# logic_reduce_unit

==> logic_reduce_unit/layer_met4.png <==
Bar = 20 um. Supply wires on this layer in grey. Cells faint in the background.
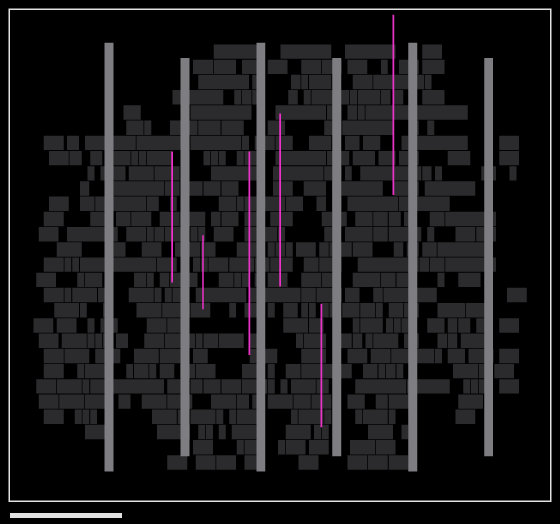
[config.mk]
export PLATFORM = sky130hd
export DESIGN_NAME = logic_reduce_unit
export DESIGN_NICKNAME = d
export VERILOG_FILES = /design/src/rtl/logic_reduce_pkg.sv /design/src/rtl/logic_reduce_unit_fifo.sv /design/src/rtl/logic_reduce_unit.sv
export SDC_FILE = /design/constraint.sdc
export NUM_CORES = 1
export LEC_CHECK = 0
export ABC_CLOCK_PERIOD_IN_PS = 3500
export CAP_MARGIN = 20
export CORE_ASPECT_RATIO = 0.9
export CORE_MARGIN = 4
export CORE_UTILIZATION = 45
export DETAILED_ROUTE_END_ITERATION = 12
export PLACE_DENSITY = 0.73
export SYNTH_ARGS = -nofsm -noshare
export SYNTH_HDL_FRONTEND = slang
export SYNTH_SLANG_ARGS = --single-unit
[constraint.sdc]
create_clock -name clk -period 3.5 [get_ports clk]
set_input_delay 0.35 -clock clk [delete_from_list [all_inputs] [get_ports clk]]
set_output_delay 0.35 -clock clk [all_outputs]
set_load 0.01 [all_outputs]
[src/rtl/logic_reduce_pkg.sv]
// logic_reduce_pkg: opcode types plus decode and per-bit lane reduction helpers
package logic_reduce_pkg;
  localparam int MAX_N = 16;
  typedef enum logic [2:0] {
    OP_AND  = 3'b000,
    OP_OR   = 3'b001,
    OP_XOR  = 3'b010,
    OP_NAND = 3'b100,
    OP_NOR  = 3'b101,
    OP_XNOR = 3'b110
  } op_e;
  typedef enum logic [1:0] {B_AND, B_OR, B_XOR} base_e;
  typedef struct packed {
    base_e base;
    logic  inv;
  } dec_t;
  function automatic dec_t decode(input logic [2:0] op);
    dec_t d;
    d.base = op[1:0] == 2'b00 ? B_AND : op[1:0] == 2'b10 ? B_XOR : B_OR;
    d.inv  = op[2];
    return d;
  endfunction
  // Reduces one bit column across the first n lanes; lanes beyond n are masked out.
  function automatic logic reduce(input base_e b, input logic [MAX_N-1:0] col, input int n);
    logic [MAX_N-1:0] m;
    m = ~({MAX_N{1'b1}} << n);
    return b == B_AND ? &(col | ~m) : b == B_XOR ? ^(col & m) : |(col & m);
  endfunction
endpackage

[src/rtl/logic_reduce_unit_fifo.sv]
// logic_reduce_unit_fifo: 2-entry valid/ready FIFO (clk, rst async, clr sync, in_*/out_* handshakes)
module logic_reduce_unit_fifo #(
  parameter int W = 9
) (
  input  logic         clk,
  input  logic         rst,
  input  logic         clr,
  input  logic         in_valid,
  output logic         in_ready,
  input  logic [W-1:0] in_data,
  output logic         out_valid,
  input  logic         out_ready,
  output logic [W-1:0] out_data
);
  logic [W-1:0] mem [2];
  logic wp, rp, push, pop;
  logic [1:0] cnt;
  assign in_ready  = cnt != 2'd2;
  assign out_valid = cnt != 2'd0;
  assign out_data  = mem[rp];
  assign push      = in_valid & in_ready;
  assign pop       = out_valid & out_ready;
  always_ff @(posedge clk or posedge rst) begin
    if (rst) begin
      mem <= '{default: '0};
      wp  <= 1'b0;
      rp  <= 1'b0;
      cnt <= 2'd0;
    end else if (clr) begin
      wp  <= 1'b0;
      rp  <= 1'b0;
      cnt <= 2'd0;
    end else begin
      if (push) mem[wp] <= in_data;
      wp  <= wp ^ push;
      rp  <= rp ^ pop;
      cnt <= cnt + {1'b0, push} - {1'b0, pop};
    end
  end
endmodule

[src/rtl/logic_reduce_unit.sv]
// logic_reduce_unit: registered N_IN-lane bitwise reducer with accumulate mode (A/OP/MODE beats in, Y/Y_ANY out via 2-entry buffer)
module logic_reduce_unit
  import logic_reduce_pkg::*;
#(
  parameter int WIDTH = 8,
  parameter int N_IN  = 4
) (
  input  logic                  clk,
  input  logic                  rst,
  input  logic [N_IN*WIDTH-1:0] A,
  input  logic [2:0]            OP,
  input  logic                  MODE,
  input  logic                  in_valid,
  input  logic                  in_last,
  output logic                  in_ready,
  input  logic                  clr,
  output logic [WIDTH-1:0]      Y,
  output logic                  Y_ANY,
  output logic                  out_valid,
  input  logic                  out_ready
);
  dec_t dec_in, op_q, eff;
  logic first, accept, push, fifo_rdy;
  logic [WIDTH-1:0] acc, r, comb, f, val;
  logic [WIDTH:0] fifo_out;
  assign dec_in = decode(OP);
  // Mid-packet beats use the operator captured on the packet's first beat.
  assign eff = (MODE & ~first) ? op_q : dec_in;
  for (genvar i = 0; i < WIDTH; i++) begin : g_bit
    logic [MAX_N-1:0] col;
    for (genvar k = 0; k < MAX_N; k++) begin : g_lane
      if (k < N_IN) begin : g_on
        assign col[k] = A[k*WIDTH+i];
      end else begin : g_off
        assign col[k] = 1'b0;
      end
    end
    assign r[i] = reduce(eff.base, col, N_IN);
  end
  assign comb = first ? r : eff.base == B_AND ? acc & r : eff.base == B_XOR ? acc ^ r : acc | r;
  assign f = MODE ? comb : r;
  assign val = eff.inv ? ~f : f;
  assign in_ready = fifo_rdy & ~clr;
  assign accept = in_valid & in_ready;
  assign push = accept & (~MODE | in_last);
  always_ff @(posedge clk or posedge rst) begin
    if (rst) begin
      first <= 1'b1;
      acc   <= '0;
      op_q  <= '{base: B_AND, inv: 1'b0};
    end else if (clr) begin
      first <= 1'b1;
      acc   <= '0;
    end else if (accept & MODE) begin
      first <= in_last;
      op_q  <= eff;
      if (!in_last) acc <= comb;
    end
  end
  logic_reduce_unit_fifo #(.W(WIDTH + 1)) u_fifo (
    .clk      (clk),
    .rst      (rst),
    .clr      (clr),
    .in_valid (push),
    .in_ready (fifo_rdy),
    .in_data  ({|val, val}),
    .out_valid(out_valid),
    .out_ready(out_ready),
    .out_data (fifo_out)
  );
  assign Y     = fifo_out[WIDTH-1:0];
  assign Y_ANY = fifo_out[WIDTH];
endmodule

==> impl_metrics.py <==
# Flow results
metrics = {
    "clock_network": {
        "cts_inserted_buffers": 5,
        "cts_buffer_depth": 2,
        "holdBufCountCts": 0,
        "cts_resized": 0,
    },
    "sta": {
        "finClkSkew_ns": 0.0111,
        "worst_slack_ns": 0.221,
        "setup_tns_ns": 0,
        "hold_viol": 0,
        "slew_headroom_pct": 68.6,
        "slew_violations": 0,
    },
    "floorplan": {
        "io_pins": 53,
        "die_h_um": 87.7,
    },
    "worst_setup_path": {
        "path_class": "in -> reg",
        "path_common_cell": "a21oi_1",
        "cp-endpoint": "u_fifo.mem[17]",
    },
    "global_routing": {
        "grt_max_degree": 35,
        "grt_pass1_vias": 2838,
    },
    "placed_design": {
        "dpl_cell_area_um2": 3900,
        "dpl.cell_count": 506,
    },
    "drt": {
        "avgRoutedWirePerCell_um": 14.5,
        "met3WireLength_um": 570,
        "drc_errors": 0,
    },
    "yosys": {
        "synth_flops": 34,
        "yosys_cells": 355,
        "synth_top_cell_by_area": "dfrtp_1",
        "synth.most_common_cell": "inv_1",
    },
    "pwr": {
        "ir_drop_v": 0.000351,
    },
    "outcome": {
        "status": "complete, no violations",
    },
    "flow_run": {
        "warnings": 50,
    },
}
## Picture notes: logic_reduce_unit/layer_met4.png
- nets with wire on the layer: 5
- share of all routed wire: 2.1%
- longest straight run: 36.0 um

-- worst max-delay path: cells and delay by family --
kind	cells	cell delay (ns)
AOI/OAI and AO/OA	7	1.33
buffers and inverters	2	0.68
adders and majority gates	1	0.29
and+or+nand+nor	1	0.31
xor gates and xnor gates	1	0.27
muxes	1	0.26
-- registers in the layout, summed over array words and instances (netlist names) --
| name | count |
|---|---|
| first | 1 |
| acc | 8 |
| u_fifo.rp | 1 |
| u_fifo.wp | 1 |
| u_fifo.cnt | 2 |
| u_fifo.mem | 18 |
| op_q | 3 |
-- layout make-up --
type | instances | area, um^2 | share of cell area [%]
clock buffers | 5 | 68.8 | 1.70
flip-flops and latches | 34 | 852 | 21.1
well taps | 90 | 113 | 2.79
clock inverters | 3 | 68.8 | 1.70
repair buffers | 73 | 678 | 16.8
multi-input cells | 250 | 2040 | 50.4
inverters | 59 | 221 | 5.48
-- power breakdown --
| part | total, mW | internal (mW) | switching (mW) |
|---|---|---|---|
| clock | 0.446 | 0.285 | 0.161 |
| sequential | 0.601 | 0.511 | 0.0900 |
| combinational | 0.810 | 0.447 | 0.363 |

# uart_tx

===== src/rtl/uart_tx.sv =====
// uart_tx: byte-wide asynchronous serial transmitter.
//
// Sends START (0), eight data bits LSB first, an optional parity bit, then one
// or two STOP bits (1). Every bit lasts max(clock_divider_i, 1) clock cycles.
// After the last stop bit the line rests for at least two cycles (GAP) before
// another frame can start. The frame settings are captured on the start edge,
// so later input changes do not affect a frame that is already running.
//
// Ports:
//   clock_i          system clock, rising edge
//   reset_i          synchronous reset, active low
//   write_i          transmit request; one frame per low-to-high re-arm
//   two_stop_bits_i  1 = two stop bits, 0 = one
//   parity_bit_i     1 = append parity bit after data
//   parity_even_i    1 = even parity, 0 = odd
//   clock_divider_i  clock cycles per bit (0 behaves as 1)
//   data_i           byte to send
//   serial_o         TX line, idle high (registered)
//   busy_o           high while a frame is in progress or during reset (registered)
module uart_tx (
    input  logic        clock_i,
    input  logic        reset_i,
    input  logic        write_i,
    input  logic        two_stop_bits_i,
    input  logic        parity_bit_i,
    input  logic        parity_even_i,
    input  logic [15:0] clock_divider_i,
    input  logic [7:0]  data_i,
    output logic        serial_o,
    output logic        busy_o
);

    typedef enum logic [2:0] {
        StIdle,
        StStart,
        StData,
        StParity,
        StStop1,
        StStop2,
        StGap
    } state_e;

    state_e      state_q, state_d;
    logic        armed_q, armed_d;
    logic [2:0]  bit_cnt_q, bit_cnt_d;
    logic [15:0] div_cnt_q, div_cnt_d;
    logic [15:0] div_q, div_d;
    logic [7:0]  data_q, data_d;
    logic        parity_en_q, parity_en_d;
    logic        parity_even_q, parity_even_d;
    logic        two_stop_q, two_stop_d;
    logic        serial_q, serial_d;
    logic        busy_q, busy_d;

    logic        bit_done;
    logic [2:0]  next_bit;
    logic        parity_val;

    // div_q is stored already clamped to at least 1, so the subtraction never wraps.
    assign bit_done   = (div_cnt_q == div_q - 16'd1);
    assign next_bit   = bit_cnt_q + 3'd1;
    assign parity_val = parity_even_q ? (^data_q) : ~(^data_q);

    always_ff @(posedge clock_i) begin
        if (!reset_i) begin
            state_q       <= StIdle;
            armed_q       <= 1'b0;
            bit_cnt_q     <= 3'd0;
            div_cnt_q     <= 16'd0;
            div_q         <= 16'd1;
            data_q        <= 8'd0;
            parity_en_q   <= 1'b0;
            parity_even_q <= 1'b0;
            two_stop_q    <= 1'b0;
            serial_q      <= 1'b1;
            busy_q        <= 1'b1;
        end else begin
            state_q       <= state_d;
            armed_q       <= armed_d;
            bit_cnt_q     <= bit_cnt_d;
            div_cnt_q     <= div_cnt_d;
            div_q         <= div_d;
            data_q        <= data_d;
            parity_en_q   <= parity_en_d;
            parity_even_q <= parity_even_d;
            two_stop_q    <= two_stop_d;
            serial_q      <= serial_d;
            busy_q        <= busy_d;
        end
    end

    always_comb begin
        state_d       = state_q;
        bit_cnt_d     = bit_cnt_q;
        div_cnt_d     = div_cnt_q;
        div_d         = div_q;
        data_d        = data_q;
        parity_en_d   = parity_en_q;
        parity_even_d = parity_even_q;
        two_stop_d    = two_stop_q;
        serial_d      = serial_q;
        busy_d        = busy_q;
        // Any cycle with write_i low arms the next frame; a frame start consumes it.
        armed_d       = write_i ? armed_q : 1'b1;

        unique case (state_q)
            StIdle: begin
                serial_d = 1'b1;
                busy_d   = 1'b0;
                if (write_i && armed_q) begin
                    data_d        = data_i;
                    parity_en_d   = parity_bit_i;
                    parity_even_d = parity_even_i;
                    two_stop_d    = two_stop_bits_i;
                    div_d         = (clock_divider_i == 16'd0) ? 16'd1 : clock_divider_i;
                    div_cnt_d     = 16'd0;
                    bit_cnt_d     = 3'd0;
                    armed_d       = 1'b0;
                    serial_d      = 1'b0;
                    busy_d        = 1'b1;
                    state_d       = StStart;
                end
            end

            StStart: begin
                div_cnt_d = div_cnt_q + 16'd1;
                if (bit_done) begin
                    div_cnt_d = 16'd0;
                    bit_cnt_d = 3'd0;
                    serial_d  = data_q[0];
                    state_d   = StData;
                end
            end

            StData: begin
                div_cnt_d = div_cnt_q + 16'd1;
                if (bit_done) begin
                    div_cnt_d = 16'd0;
                    if (bit_cnt_q == 3'd7) begin
                        if (parity_en_q) begin
                            serial_d = parity_val;
                            state_d  = StParity;
                        end else begin
                            serial_d = 1'b1;
                            state_d  = StStop1;
                        end
                    end else begin
                        bit_cnt_d = next_bit;
                        serial_d  = data_q[next_bit];
                    end
                end
            end

            StParity: begin
                div_cnt_d = div_cnt_q + 16'd1;
                if (bit_done) begin
                    div_cnt_d = 16'd0;
                    serial_d  = 1'b1;
                    state_d   = StStop1;
                end
            end

            StStop1: begin
                div_cnt_d = div_cnt_q + 16'd1;
                if (bit_done) begin
                    div_cnt_d = 16'd0;
                    serial_d  = 1'b1;
                    if (two_stop_q) begin
                        state_d = StStop2;
                    end else begin
                        busy_d  = 1'b0;
                        state_d = StGap;
                    end
                end
            end

            StStop2: begin
                div_cnt_d = div_cnt_q + 16'd1;
                if (bit_done) begin
                    div_cnt_d = 16'd0;
                    serial_d  = 1'b1;
                    busy_d    = 1'b0;
                    state_d   = StGap;
                end
            end

            // Two idle-high cycles independent of the divider; div_cnt is reused.
            StGap: begin
                serial_d = 1'b1;
                busy_d   = 1'b0;
                if (div_cnt_q == 16'd1) begin
                    div_cnt_d = 16'd0;
                    state_d   = StIdle;
                end else begin
                    div_cnt_d = div_cnt_q + 16'd1;
                end
            end

            default: begin
                serial_d = 1'b1;
                busy_d   = 1'b0;
                state_d  = StIdle;
            end
        endcase
    end

    assign serial_o = serial_q;
    assign busy_o   = busy_q;

endmodule


===== config.mk =====
export PLATFORM = sky130hd
export DESIGN_NAME = uart_tx
export DESIGN_NICKNAME = d
export VERILOG_FILES = /design/src/rtl/uart_tx.sv
export SDC_FILE = /design/constraint.sdc
export NUM_CORES = 1
export LEC_CHECK = 0
export CELL_PAD_IN_SITES_DETAIL_PLACEMENT = 0
export CELL_PAD_IN_SITES_GLOBAL_PLACEMENT = 1
export CORE_UTILIZATION = 42
export CTS_CLUSTER_DIAMETER = 40
export DETAILED_ROUTE_END_ITERATION = 8
export GPL_TIMING_DRIVEN = 0
export PLACE_DENSITY_LB_ADDON = 0.3
export SETUP_SLACK_MARGIN = 0.5
export SYNTH_ARGS = -nofsm -noshare
export SYNTH_HDL_FRONTEND = slang
export SYNTH_SLANG_ARGS = --single-unit

===== constraint.sdc =====
create_clock -name clock_i -period 3.55 [get_ports clock_i]
set_input_delay 0.8875 -clock clock_i [delete_from_list [all_inputs] [get_ports clock_i]]
set_output_delay 0.8875 -clock clock_i [all_outputs]
set_load 0.01 [all_outputs]

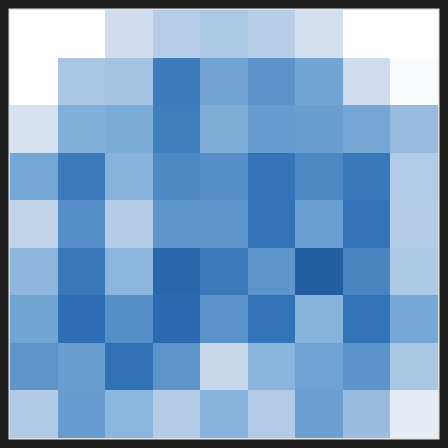
(uart_tx/cell_density.png)
The die is cut into 9 by 9 equal tiles; white is low, dark blue is high, 0 to 100% covered.
- emptiest ninth of the die: upper left
- mean over tiles: 47%
- nearly empty tiles: 7.4%
- densest ninth of the die: centre
- fullest tile: 81%
- tiles over 75% full: 3.7%
Final Core Density: 53.3%
Core Util at FP: 44.0%
area of the core: 7370 um^2

==> impl_metrics.py <==
# Flow results
metrics = {
    "worst_setup_path": {
        "max_stage_delay_ns": 0.50,
        "critical_path.cell_chain": "inv_1 > ha_1 > buf_6 > or4b_4 > o41a_1 > o311ai_4 > o2111ai_4 > buf_6 > or3b_1 > a31oi_1",
        "r2r_setup_slack_ns": 0.56,
        "path_common_cell": "buf_6",
        "worstPathRequired_ns": 3.79,
    },
    "global_routing": {
        "grt_use_total_pct": 22.9,
        "met2_usage_pct": 36.2,
    },
    "outcome": {
        "status": "complete, no violations",
    },
    "pwr": {
        "pg_clk_mw": 0.422,
        "switching_power_mw": 0.391,
    },
    "clock_network": {
        "cts_resized": 9,
        "insertion_delay_ns": 0.31,
    },
    "sta": {
        "rsz0062_at_grt": "false",
    },
    "yosys": {
        "synthArstFlopShare_pct": 0,
        "edf_count": 0,
        "synth.avg_cell_area_um2": 7.48,
        "yosys_cells": 434,
        "synth_flops": 52,
    },
    "placed_design": {
        "io_buffers": 31,
    },
    "flow_run": {
        "cap_violations": 0,
    },
}
-- synth_stat cells (all sizes together), types with 6 or more instances --
cell type / count / area [um^2]
nand2: 82 / 308
dfxtp: 52 / 1040
a21oi: 43 / 215
clkbuf: 20 / 75.1
inv: 20 / 75.1
nor2: 19 / 71.3
nor3: 16 / 80.1
o21ai: 16 / 80.1
xor2: 16 / 140
xnor2: 14 / 123
nand3: 11 / 55.1
nor4: 11 / 68.8
o22ai: 10 / 62.6
buf: 9 / 47.5
nand4: 9 / 56.3
a31oi: 6 / 37.5
a41oi: 6 / 52.6
and3: 6 / 37.5
-- layout make-up --
cell class              count  area (um^2)
well taps                  99          124
clock inverters             2         38.8
repair buffers             37          367
inverters                  20         75.1
fillers                   717         3440
plain buffers              29          134
flip-flops and latches     52         1050
clock buffers               6         72.6
multi-input cells         333         2070
-- tightest hold or removal path, cell delays in order, from the launching register on --
cell     delay (ns)
dfxtp_1        0.32
nand2_1        0.05
a21oi_1        0.05
-- registers in the layout, summed over array words and instances (netlist names) --
signal	count
serial_o	1
busy_o	1
div_q	16
armed_q	1
two_stop_q	1
div_cnt_q	16
data_q	8
bit_cnt_q	3
state_q	3
parity_even_q	1
parity_en_q	1

# hazard_unit

==> hazard_unit/congestion.png <==
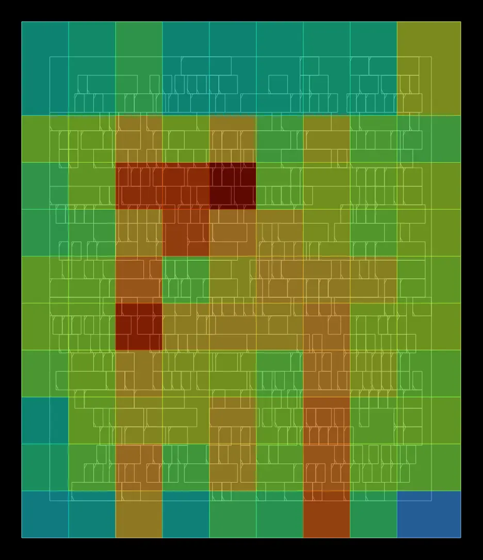
==> hazard_unit/layer_met1.png <==
Supply wires on this layer in grey.
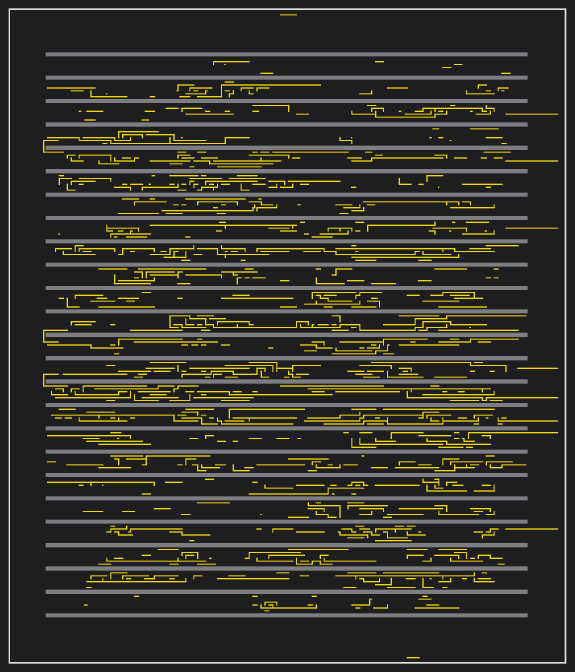
==> config.mk <==
export PLATFORM = sky130hd
export DESIGN_NAME = hazard_unit
export DESIGN_NICKNAME = d
export VERILOG_FILES = /design/src/rtl/hazard_unit_pkg.sv /design/src/rtl/hazard_entry.sv /design/src/rtl/hazard_unit.sv
export SDC_FILE = /design/constraint.sdc
export NUM_CORES = 1
export LEC_CHECK = 0
export ABC_AREA = 1
export CAP_MARGIN = 20
export CORE_ASPECT_RATIO = 1.2
export CORE_MARGIN = 4
export CORE_UTILIZATION = 55
export CTS_BUF_LIST = sky130_fd_sc_hd__clkbuf_4 sky130_fd_sc_hd__clkbuf_8
export CTS_CLUSTER_DIAMETER = 40
export DETAILED_ROUTE_END_ITERATION = 10
export DONT_BUFFER_PORTS = 1
export HOLD_SLACK_MARGIN = 0.15
export PLACE_DENSITY = 0.71
export SLEW_MARGIN = 15
export SYNTH_ARGS = -nofsm -noshare
export SYNTH_HDL_FRONTEND = slang
export SYNTH_SLANG_ARGS = --single-unit
export TNS_END_PERCENT = 5
==> constraint.sdc <==
create_clock -name clk_in -period 2.3 [get_ports clk_in]
set_input_delay 0.345 -clock clk_in [delete_from_list [all_inputs] [get_ports clk_in]]
set_output_delay 0.345 -clock clk_in [all_outputs]
set_load 0.05 [all_outputs]
==> src/rtl/hazard_unit_pkg.sv <==
// Shared core definitions for the hazard unit: FSM encodings, pipe entry layout, entry ops.
// No logic beyond a pure helper for the forwarding address of an entry.
package hazard_unit_pkg;

  localparam int REG_AW = 5;

  typedef logic [REG_AW-1:0] reg_addr_t;

  typedef enum logic [1:0] {
    ST_RUN    = 2'd0,
    ST_LSTALL = 2'd1,
    ST_BUSY   = 2'd2,
    ST_FLUSH  = 2'd3
  } hz_state_t;

  typedef struct packed {
    logic      vld;
    reg_addr_t rd;
    logic      we;
    logic      load;
  } hz_entry_t;

  typedef enum logic [1:0] {
    ENT_HOLD  = 2'd0,
    ENT_LOAD  = 2'd1,
    ENT_CLEAR = 2'd2
  } ent_op_t;

  // x0 is never a real producer, so it never yields a forwarding address
  function automatic reg_addr_t fwd_addr(input hz_entry_t e);
    return (e.vld && e.we) ? e.rd : '0;
  endfunction

endpackage

==> src/rtl/hazard_entry.sv <==
// One shadow-pipe entry with load / hold / clear control.
// Latency: 1 cycle (registered). No backpressure; the op input decides every cycle.
module hazard_entry
  import hazard_unit_pkg::*;
(
  input  logic      clk_in,
  input  logic      rst_in,
  input  ent_op_t   op_in,
  input  hz_entry_t d_in,
  output hz_entry_t q_out
);

  hz_entry_t q_q, q_d;

  always_comb begin
    q_d = q_q;
    case (op_in)
      ENT_LOAD:  q_d = d_in;
      ENT_CLEAR: q_d = '0;
      default:   q_d = q_q;
    endcase
  end

  always_ff @(posedge clk_in) begin
    if (rst_in) q_q <= '0;
    else        q_q <= q_d;
  end

  assign q_out = q_q;

endmodule

==> src/rtl/hazard_unit.sv <==
// Pipeline hazard control: load-use / busy stalls, flush bubbles, shadow RDs for forwarding.
// Stall and bubble outputs are combinational (0 cycles); shadow pipe and FSM update next edge.
module hazard_unit
  import hazard_unit_pkg::*;
(
  input  logic        clk_in,
  input  logic        rst_in,
  input  logic        id_valid_in,
  input  logic [4:0]  id_rs1_addr_in,
  input  logic [4:0]  id_rs2_addr_in,
  input  logic        id_rs1_used_in,
  input  logic        id_rs2_used_in,
  input  logic [4:0]  id_rd_addr_in,
  input  logic        id_rd_we_in,
  input  logic        id_is_load_in,
  input  logic        ex_busy_in,
  input  logic        flush_in,
  output logic        pc_stall_out,
  output logic        id_stall_out,
  output logic        is_bubble_out,
  output logic [4:0]  fwd_rd1_addr_out,
  output logic [4:0]  fwd_rd2_addr_out,
  output logic [4:0]  fwd_rd3_addr_out,
  output logic [1:0]  state_out,
  output logic [15:0] stall_cnt_out
);

  hz_entry_t is_e, ex_e, wb_e, id_e;
  ent_op_t   is_op, ex_op, wb_op;
  hz_state_t state_q, state_d;
  logic [15:0] cnt_q, cnt_d;
  logic load_use;

  assign id_e = '{vld: id_valid_in, rd: id_rd_addr_in, we: id_rd_we_in, load: id_is_load_in};

  assign load_use = id_valid_in && is_e.vld && is_e.load && is_e.we && (is_e.rd != '0) &&
                    ((id_rs1_used_in && (id_rs1_addr_in == is_e.rd)) ||
                     (id_rs2_used_in && (id_rs2_addr_in == is_e.rd)));

  hazard_entry u_is (.clk_in(clk_in), .rst_in(rst_in), .op_in(is_op), .d_in(id_e), .q_out(is_e));
  hazard_entry u_ex (.clk_in(clk_in), .rst_in(rst_in), .op_in(ex_op), .d_in(is_e), .q_out(ex_e));
  hazard_entry u_wb (.clk_in(clk_in), .rst_in(rst_in), .op_in(wb_op), .d_in(ex_e), .q_out(wb_e));

  always_comb begin
    state_d       = ST_RUN;
    is_op         = ENT_LOAD;
    ex_op         = ENT_LOAD;
    wb_op         = ENT_LOAD;
    pc_stall_out  = 1'b0;
    id_stall_out  = 1'b0;
    is_bubble_out = 1'b0;
    // Flush wins from any state, including LSTALL and BUSY
    if (flush_in) begin
      state_d       = ST_FLUSH;
      is_op         = ENT_CLEAR;
      ex_op         = ENT_CLEAR;
      is_bubble_out = 1'b1;
    end else if (ex_busy_in) begin
      state_d      = ST_BUSY;
      is_op        = ENT_HOLD;
      ex_op        = ENT_HOLD;
      wb_op        = ENT_CLEAR;
      pc_stall_out = 1'b1;
      id_stall_out = 1'b1;
    end else if (load_use) begin
      state_d       = ST_LSTALL;
      is_op         = ENT_CLEAR;
      pc_stall_out  = 1'b1;
      id_stall_out  = 1'b1;
      is_bubble_out = 1'b1;
    end
    if (rst_in) begin
      pc_stall_out  = 1'b0;
      id_stall_out  = 1'b0;
      is_bubble_out = 1'b0;
    end
  end

  assign cnt_d = (id_stall_out && (cnt_q != 16'hFFFF)) ? cnt_q + 16'd1 : cnt_q;

  always_ff @(posedge clk_in) begin
    if (rst_in) begin
      state_q <= ST_RUN;
      cnt_q   <= '0;
    end else begin
      state_q <= state_d;
      cnt_q   <= cnt_d;
    end
  end

  assign fwd_rd1_addr_out = fwd_addr(is_e);
  assign fwd_rd2_addr_out = fwd_addr(ex_e);
  assign fwd_rd3_addr_out = fwd_addr(wb_e);
  assign state_out        = state_q;
  assign stall_cnt_out    = cnt_q;

endmodule

==> impl_metrics.py <==
# Flow results
metrics = {
    "drt": {
        "num_vias": 2067,
        "drc_errors": 0,
        "drt_iter0_drc": 84,
        "ant_nets": 0,
    },
    "floorplan": {
        "die_h_um": 75.9,
    },
    "worst_setup_path": {
        "path_class": "reg -> out",
    },
    "finish": {
        "drive_above_1_share_pct": 15.2,
        "lay_top_count": "nand2_1",
    },
    "placed_design": {
        "place_ws_ns": 0.443,
    },
    "yosys": {
        "ys_warn_count": 0,
        "edf_count": 0,
        "common_cells": "100 x nand2_1, 73 x nor2_1, 48 x inv_1, 40 x dfxtp_1, 15 x a21oi_1",
        "syn_area_um2": 2110,
    },
    "hold_path": {
        "hold_start": "id_rd_addr_in[2]",
    },
    "outcome": {
        "status": "complete, no violations",
    },
    "sta": {
        "rsz0062_at_grt": "false",
        "hold_viol": 0,
    },
}
## Picture notes: hazard_unit/congestion.png
gr busiest metal: met2
met2 usage: 39.3%

## Picture notes: hazard_unit/layer_met1.png
- wire length on this layer: 1,970 um
- nets with wire on the layer: 366
- share of all routed wire: 41%
- longest straight run: 21.2 um
- main direction: horizontal
grt met1 use: 24.2%
routed wire length: 4760 um

-- logic make-up after synthesis --
group                    after synthesis  share of synthesized area, %
AND-OR/OR-AND                         21                          4.98
AND/OR/NAND/NOR                      207                          41.9
adder cells (fa/ha/maj)                1                         0.592
buffers and inverters                 59                          11.3
flip-flops                            40                          37.9
XOR/XNOR                               8                          3.32
-- per-stage QoR --
step | std cells | cell area (um^2) | hold WS [ns] | total power, mW
after detailed placement | 417 | 2420 | 0.418 | 0.918
after CTS | 426 | 2550 | 0.184 | 1.50
after global routing | 426 | 2550 | 0.191 | 1.55
after global placement | 417 | 2420 | 0.418 | 0.916
after floorplan | 336 | 2110 | 0.425 | 0.881
final | 426 | 2550 | 0.192 | 1.48
-- worst max path at each step --
| stage | cells past startpoint | from | slack [ns] | to |
|---|---|---|---|---|
| finish | 11 | u_is.q_out[3] | 0.16 | id_stall_out |
| global route | 11 | u_is.q_out[3] | 0.003 | pc_stall_out |
| CTS | 11 | u_is.q_out[6] | 0.11 | id_stall_out |
| detailed placement | 11 | u_is.q_out[6] | 0.44 | id_stall_out |
| global placement | 11 | u_is.q_out[6] | 0.45 | id_stall_out |
| floorplan | 11 | stall_cnt_out[1] | 0.20 | stall_cnt_out[13] |


==> notes/layouts.md <==
Pictures saved along the way, in no particular order.

Placed cells, one colour a class.
Bar = 20 um. Fill, decap, tap and diode cells in grey.
(a)
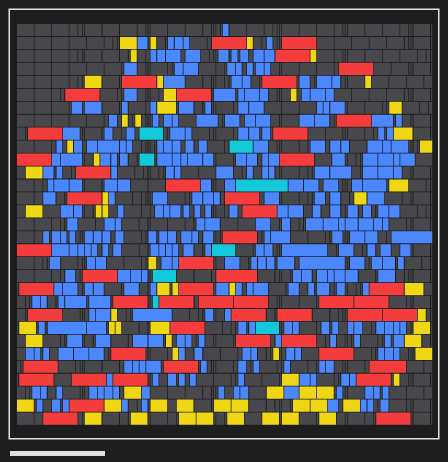
(b)
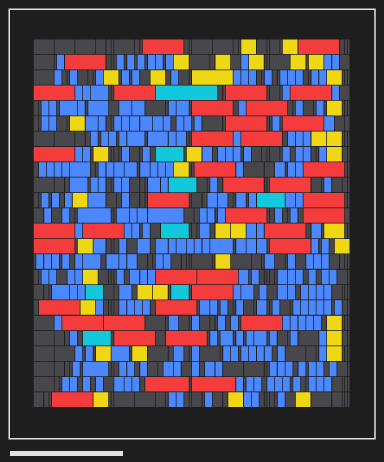
(c)
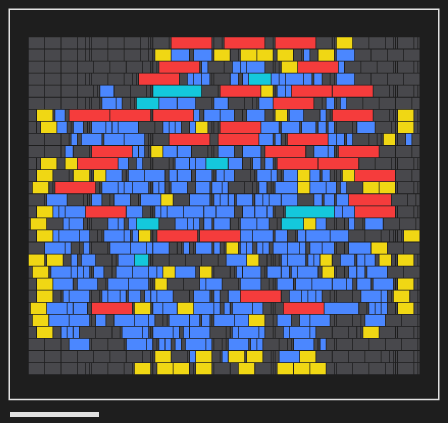
- uart_tx = (a)
- hazard_unit = (b)
- logic_reduce_unit = (c)

Power and IR drop assume default switching activity.
